==================== univ_shift_reg
univ_shift_reg, routed clock nets over the placement:
Bar = 20 µm.
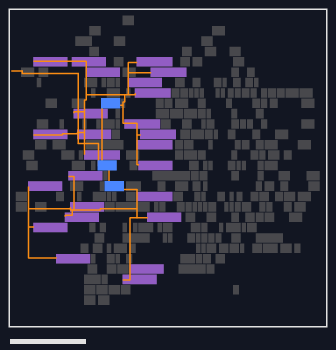

<file path="config.mk">
export PLATFORM = sky130hd
export DESIGN_NAME = univ_shift_reg
export DESIGN_NICKNAME = d
export VERILOG_FILES = /design/src/rtl/univ_shift_reg.sv
export SDC_FILE = /design/constraint.sdc
export NUM_CORES = 1
export LEC_CHECK = 0
export ABC_AREA = 1
export CAP_MARGIN = 20
export CORE_UTILIZATION = 25
export CTS_CLUSTER_DIAMETER = 30
export DETAILED_ROUTE_END_ITERATION = 12
export GPL_TIMING_DRIVEN = 1
export PLACE_DENSITY = 0.57
export SETUP_SLACK_MARGIN = 0.05
export SYNTH_ARGS = -nofsm -noshare
export SYNTH_HDL_FRONTEND = slang
export SYNTH_SLANG_ARGS = --single-unit
</file>
<file path="constraint.sdc">
create_clock -name Clock -period 1.3 [get_ports Clock]
set_input_delay 0.13 -clock Clock [delete_from_list [all_inputs] [get_ports Clock]]
set_output_delay 0.13 -clock Clock [all_outputs]
set_load 0.005 [all_outputs]
</file>
<file path="src/rtl/univ_shift_reg.sv">
// Universal shift register with frame counter and shadow snapshot.
// Supports hold, shift left/right, rotate left/right, parallel load,
// synchronous clear and explicit snapshot. Every WIDTH shift/rotate ops
// the post-shift value is copied into Q_snap and Frame_done pulses once.
//
// Ports:
//   Clock      - rising-edge clock
//   Resetn     - asynchronous active-low reset
//   Mode       - operation select (3 bits)
//   Sin_l      - serial input for shift left, enters Q[0]
//   Sin_r      - serial input for shift right, enters Q[WIDTH-1]
//   Par_in     - parallel load data
//   Q          - main register
//   Q_snap     - shadow copy register
//   Count      - shift/rotate ops completed in the current frame
//   Frame_done - one-cycle pulse after the frame-completing edge
module univ_shift_reg #(
    parameter int unsigned      WIDTH     = 10,
    parameter int unsigned      CNT_W     = 4,
    parameter logic [WIDTH-1:0] RESET_VAL = '0
) (
    input  logic             Clock,
    input  logic             Resetn,
    input  logic [2:0]       Mode,
    input  logic             Sin_l,
    input  logic             Sin_r,
    input  logic [WIDTH-1:0] Par_in,
    output logic [WIDTH-1:0] Q,
    output logic [WIDTH-1:0] Q_snap,
    output logic [CNT_W-1:0] Count,
    output logic             Frame_done
);

    typedef enum logic [2:0] {
        MODE_HOLD  = 3'b000,
        MODE_SHL   = 3'b001,
        MODE_SHR   = 3'b010,
        MODE_ROL   = 3'b011,
        MODE_ROR   = 3'b100,
        MODE_LOAD  = 3'b101,
        MODE_CLEAR = 3'b110,
        MODE_SNAP  = 3'b111
    } mode_e;

    localparam logic [CNT_W-1:0] CNT_LAST = CNT_W'(WIDTH - 1);

    mode_e            mode;
    logic [WIDTH-1:0] q_next;
    logic             is_shift;
    logic             cnt_clr;
    logic             take_snap;

    assign mode = mode_e'(Mode);

    // Next-value decode for Q plus counter/snapshot control.
    always_comb begin
        q_next    = Q;
        is_shift  = 1'b0;
        cnt_clr   = 1'b0;
        take_snap = 1'b0;
        case (mode)
            MODE_HOLD: begin
                q_next = Q;
            end
            MODE_SHL: begin
                q_next   = {Q[WIDTH-2:0], Sin_l};
                is_shift = 1'b1;
            end
            MODE_SHR: begin
                q_next   = {Sin_r, Q[WIDTH-1:1]};
                is_shift = 1'b1;
            end
            MODE_ROL: begin
                q_next   = {Q[WIDTH-2:0], Q[WIDTH-1]};
                is_shift = 1'b1;
            end
            MODE_ROR: begin
                q_next   = {Q[0], Q[WIDTH-1:1]};
                is_shift = 1'b1;
            end
            MODE_LOAD: begin
                q_next  = Par_in;
                cnt_clr = 1'b1;
            end
            MODE_CLEAR: begin
                q_next  = '0;
                cnt_clr = 1'b1;
            end
            MODE_SNAP: begin
                take_snap = 1'b1;
            end
            default: begin
                q_next = Q;
            end
        endcase
    end

    // State registers; frame completion captures the post-shift value.
    always_ff @(posedge Clock or negedge Resetn) begin
        if (!Resetn) begin
            Q          <= RESET_VAL;
            Q_snap     <= '0;
            Count      <= '0;
            Frame_done <= 1'b0;
        end else begin
            Q          <= q_next;
            Frame_done <= 1'b0;
            if (is_shift) begin
                if (Count == CNT_LAST) begin
                    Count      <= '0;
                    Q_snap     <= q_next;
                    Frame_done <= 1'b1;
                end else begin
                    Count <= Count + CNT_W'(1);
                end
            end else if (cnt_clr) begin
                Count <= '0;
            end
            if (take_snap) begin
                Q_snap <= Q;
            end
        end
    end

endmodule
</file>
==================== sky130_fd_io__xres_filt_nch
===== config.mk =====
export PLATFORM = sky130hd
export DESIGN_NAME = sky130_fd_io__xres_filt_nch
export DESIGN_NICKNAME = d
export VERILOG_FILES = /design/src/rtl/sky130_fd_io__xres_filt_nch.sv
export SDC_FILE = /design/constraint.sdc
export NUM_CORES = 1
export LEC_CHECK = 0
export CAP_MARGIN = 0
export CORE_MARGIN = 2
export CORE_UTILIZATION = 53
export CTS_CLUSTER_SIZE = 10
export DETAILED_ROUTE_END_ITERATION = 12
export GPL_TIMING_DRIVEN = 0
export PLACE_DENSITY = 0.76
export SLEW_MARGIN = 20
export SYNTH_ARGS = -nofsm -noshare
export SYNTH_HDL_FRONTEND = slang
export SYNTH_SLANG_ARGS = --single-unit

===== constraint.sdc =====
create_clock -name CLK -period 3.4 [get_ports CLK]
set_clock_uncertainty 0.1 [all_clocks]
set_input_delay 0.68 -clock CLK [delete_from_list [all_inputs] [get_ports CLK]]
set_output_delay 0.68 -clock CLK [all_outputs]
set_load 0.02 [all_outputs]

===== src/rtl/sky130_fd_io__xres_filt_nch.sv =====
// Multi-channel XRES reset filter.
// Each channel muxes its source, synchronises it and deglitches it. The
// channels are then combined into one stretched active-low reset.
module sky130_fd_io__xres_filt_nch #(
  parameter int NCH         = 4,
  parameter int CNT_W       = 8,
  parameter int SYNC_STAGES = 2,
  parameter int STRETCH     = 16,
  parameter int STRETCH_W   = 5
) (
  input  logic             CLK,
  input  logic             RST_H,
  input  logic [NCH-1:0]   PAD,
  input  logic [NCH-1:0]   FILT_IN_H,
  input  logic [NCH-1:0]   INP_SEL_H,
  input  logic [NCH-1:0]   ENABLE_H,
  input  logic [CNT_W-1:0] FILT_LEN_H,
  input  logic             CLR_FLAG_H,
  output logic [NCH-1:0]   XRES_H_N,
  output logic [NCH-1:0]   SHORT_PULSE_H,
  output logic             XRES_ALL_H_N
);

  typedef enum logic {IDLE = 1'b0, QUAL = 1'b1} ch_st_e;

  localparam logic [STRETCH_W-1:0] STRETCH_INIT = STRETCH_W'(STRETCH);

  logic [NCH-1:0]   src_w;
  logic [CNT_W-1:0] len_w;

  // Disabled channels read as released. The mux sits ahead of the
  // synchroniser, so enable/select changes are deglitched like pad data.
  assign src_w = ~ENABLE_H | (INP_SEL_H & FILT_IN_H) | (~INP_SEL_H & PAD);
  // A programmed length of 0 behaves as 1.
  assign len_w = (FILT_LEN_H == '0) ? CNT_W'(1) : FILT_LEN_H;

  for (genvar i = 0; i < NCH; i++) begin : g_ch
    logic [SYNC_STAGES-1:0] sync_q;
    logic                   s_w;
    ch_st_e                 st_q, st_d;
    logic [CNT_W-1:0]       cnt_q, cnt_d;
    logic [CNT_W:0]         cnt_inc;
    logic                   xres_q, xres_d;
    logic                   flag_q, flag_d, flag_set;

    assign s_w     = sync_q[SYNC_STAGES-1];
    // cnt_q holds mismatched samples already seen; cnt_inc includes the
    // current one, so a change held for L samples toggles on the L-th.
    assign cnt_inc = {1'b0, cnt_q} + (CNT_W+1)'(1);

    // Synchroniser shift chain for the muxed source.
    always_ff @(posedge CLK or posedge RST_H) begin
      if (RST_H) sync_q <= '0;
      else       sync_q <= {sync_q[SYNC_STAGES-2:0], src_w[i]};
    end

    // Deglitch next-state: qualify a mismatch for L samples, flag early ends.
    always_comb begin
      st_d     = st_q;
      cnt_d    = cnt_q;
      xres_d   = xres_q;
      flag_set = 1'b0;
      if (s_w != xres_q) begin
        if (cnt_inc >= {1'b0, len_w}) begin
          xres_d = s_w;
          cnt_d  = '0;
          st_d   = IDLE;
        end else begin
          st_d  = QUAL;
          cnt_d = (&cnt_q) ? cnt_q : cnt_inc[CNT_W-1:0];
        end
      end else begin
        if (st_q == QUAL) flag_set = 1'b1;
        st_d  = IDLE;
        cnt_d = '0;
      end
      // A new rejection wins over a simultaneous clear.
      flag_d = flag_set | (flag_q & ~CLR_FLAG_H);
    end

    // Channel state registers.
    always_ff @(posedge CLK or posedge RST_H) begin
      if (RST_H) begin
        st_q   <= IDLE;
        cnt_q  <= '0;
        xres_q <= 1'b0;
        flag_q <= 1'b0;
      end else begin
        st_q   <= st_d;
        cnt_q  <= cnt_d;
        xres_q <= xres_d;
        flag_q <= flag_d;
      end
    end

    assign XRES_H_N[i]      = xres_q;
    assign SHORT_PULSE_H[i] = flag_q;
  end

  logic [STRETCH_W-1:0] str_q, str_d;
  logic                 all_q, all_d;

  // Combined reset: any low channel reloads the stretch, release after it drains.
  always_comb begin
    str_d = str_q;
    all_d = all_q;
    if (!(&XRES_H_N)) begin
      str_d = STRETCH_INIT;
      all_d = 1'b0;
    end else if (str_q != '0) begin
      str_d = str_q - STRETCH_W'(1);
      all_d = 1'b0;
    end else begin
      all_d = 1'b1;
    end
  end

  // Combined reset registers.
  always_ff @(posedge CLK or posedge RST_H) begin
    if (RST_H) begin
      str_q <= STRETCH_INIT;
      all_q <= 1'b0;
    end else begin
      str_q <= str_d;
      all_q <= all_d;
    end
  end

  assign XRES_ALL_H_N = all_q;

endmodule


sky130_fd_io__xres_filt_nch, cell outlines without signal wires:
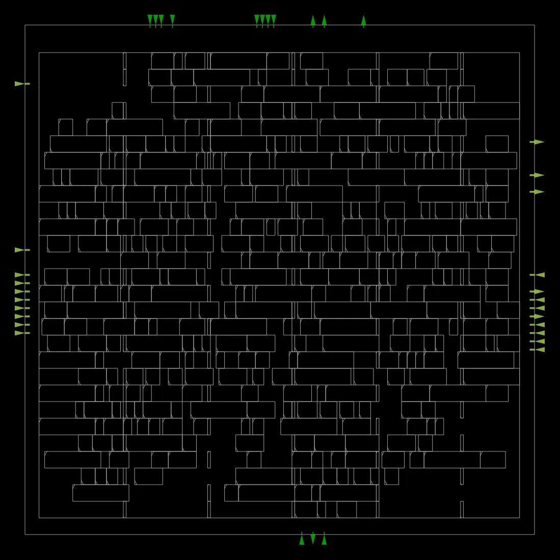
fin util: 0.6581
Seq area share: 0.3685
registers: 58
TAP cells: 75
row count: 28

==> run summary, sky130_fd_io__xres_filt_nch <==
fresh numbers from the pnr run: cts repair resizes=0, FILL cells=486, count leader, synth=dfrtp_1, Pwr Total=2.239 mW, storage element area=0.001453 mm², core area=0.005991 mm², WP buf/inv=1, setup TNS=0 ps, antenna violations before repair=0, critical path's top delay family=simple AND/OR/NAND/NOR gates, status=complete, no violations, Most common reg cell=dfrtp_1, relative slew slack=0.5294, MI comb area=approximately 0.0017 mm², Worst Setup EP=g_ch[1].xres_q, Post-Place Cells=~440, worst slack at placement=-120.6 ps, area of the mapped netlist=0.003342 mm², Layout Nets=about 430, unrepaired setup endpoints after global routing=false, CTS Buf Count=9, total iterations of the first detailed-routing run=4
sky130_fd_io__xres_filt_nch: logic make-up after synthesis:
kind of cell,share of synthesized area
buffers and inverters,0.04830
AND/OR/NAND/NOR,0.1816
multiplexers,0.02658
flip-flops,0.4347
adder cells (fa/ha/maj),0.1191
AND-OR/OR-AND,0.1071
XOR/XNOR,0.08274
sky130_fd_io__xres_filt_nch: area by class of cell:
class                   instances  area share
multi-input cells             235      0.4383
flip-flops and latches         58      0.3685
repair buffers                 34     0.08632
clock buffers                  13     0.03777
well taps                      75     0.02380
inverters                      23     0.02253
plain buffers                  10     0.01904
clock inverters                 3    0.003808
sky130_fd_io__xres_filt_nch: layer usage:
| layer | track usage | routed length, µm |
|---|---|---|
| met5 | 0 | 0 |
| met2 | 0.3409 | 3131 |
| met4 | 0.05812 | 104 |
| met1 | 0.2511 | 2883 |
| met3 | 0.06064 | 296 |
sky130_fd_io__xres_filt_nch: report_power, final:
group / switching (mW) / total [mW] / internal, mW
clock network: 0.259 / 0.539 / 0.281
registers: 0.109 / 0.929 / 0.820
logic: 0.385 / 0.771 / 0.386
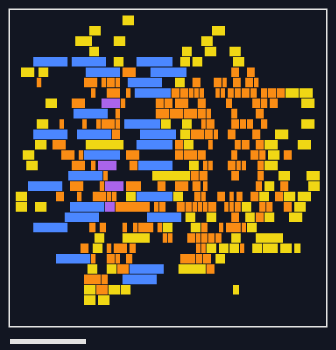
univ_shift_reg: placed cells, one color a class
Bar = 20 µm.
Key: combinational and other logic = orange [cells 170]; clock drivers and dummy loads = purple [cells 4]; other buffers and delay cells = yellow [cells 82]; flops = blue [cells 25]

## Picture notes: 'routed clock nets over the placement' of univ_shift_reg
Key: clock wires = orange [length 290 µm]; flip-flops = purple [count 25]; clock drivers = blue [count 3]
There are 4 routed clock nets.

==> run summary, univ_shift_reg <==
fresh numbers from the pnr run: R2R setup slack=80 ps, clock group share of total power=0.141, GRT Util Overall=0.1426, setup TNS=0 ps, VDD IR max=~540 µV, WL final=4.980 mm, Synth mux share=0, status=complete, no violations, maxcap violations=0, largest net degree at the start of global routing=26, MI comb area=969.7 µm², antenna-violating nets left=0, post-synth net total=232, 1st-iter DRT viols=89, Largest cells by area=dfrtp_1 (38%), nand3_1 (13%), nand4_1 (12%)
univ_shift_reg: layout make-up:
type | count | share of cell area
Clock inverter | 1 | 0.002950
Multi-Input combinational cell | 161 | 0.3810
Clock buffer | 3 | 0.01622
Timing Repair Buffer | 82 | 0.2989
Inverter | 9 | 0.01327
Tap cell | 77 | 0.03786
Sequential cell | 25 | 0.2498
univ_shift_reg: worst max-delay path by stage:
stage                     slack [ps]  cells past startpoint   endpoint  startpoint
after floorplan                  120                      7  Q_snap[0]    Count[0]
after global placement          -370                     10  Q_snap[3]     Mode[1]
after detailed placement        -370                     10  Q_snap[3]     Mode[1]
after CTS                         50                      8  Q_snap[2]    Count[1]
after global routing              20                      8  Q_snap[3]    Count[1]
final                             60                      2   Count[0]    Count[0]
univ_shift_reg: critical path: stages (launching register included):
cell	delay [ps]
dfrtp_1	420
buf_4	160
dlygate4sd2_1	260
univ_shift_reg: state kept, by name, indices dropped and copies added, names as in the netlist:
register,flops
Count,4
Q,10
Frame_done,1
Q_snap,10
univ_shift_reg: per-layer routing:
layer  routed length [µm]  track usage
met1                 2606       0.2213
met5                    0            0
met3                  259      0.01889
met2                 2096       0.2101
met4                   18      0.02821


==> gallery <==
Logic cells by family.
image #1
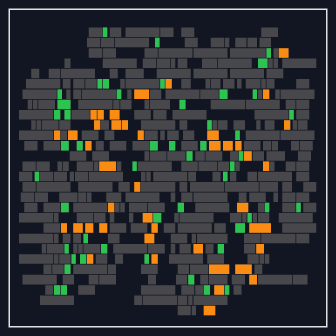
image #2
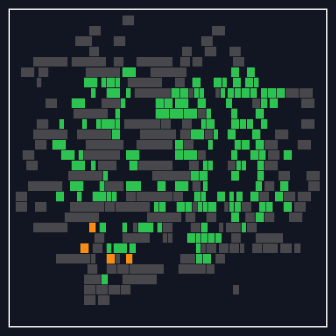
univ_shift_reg is image #2.
sky130_fd_io__xres_filt_nch is image #1.
The one with the most cells is image #1.

Key to image #1:
Key: NAND gates = green [cells 49]; inverting AOI/OAI gates = orange [cells 42]

Power is estimated from default activity; no workload was simulated.
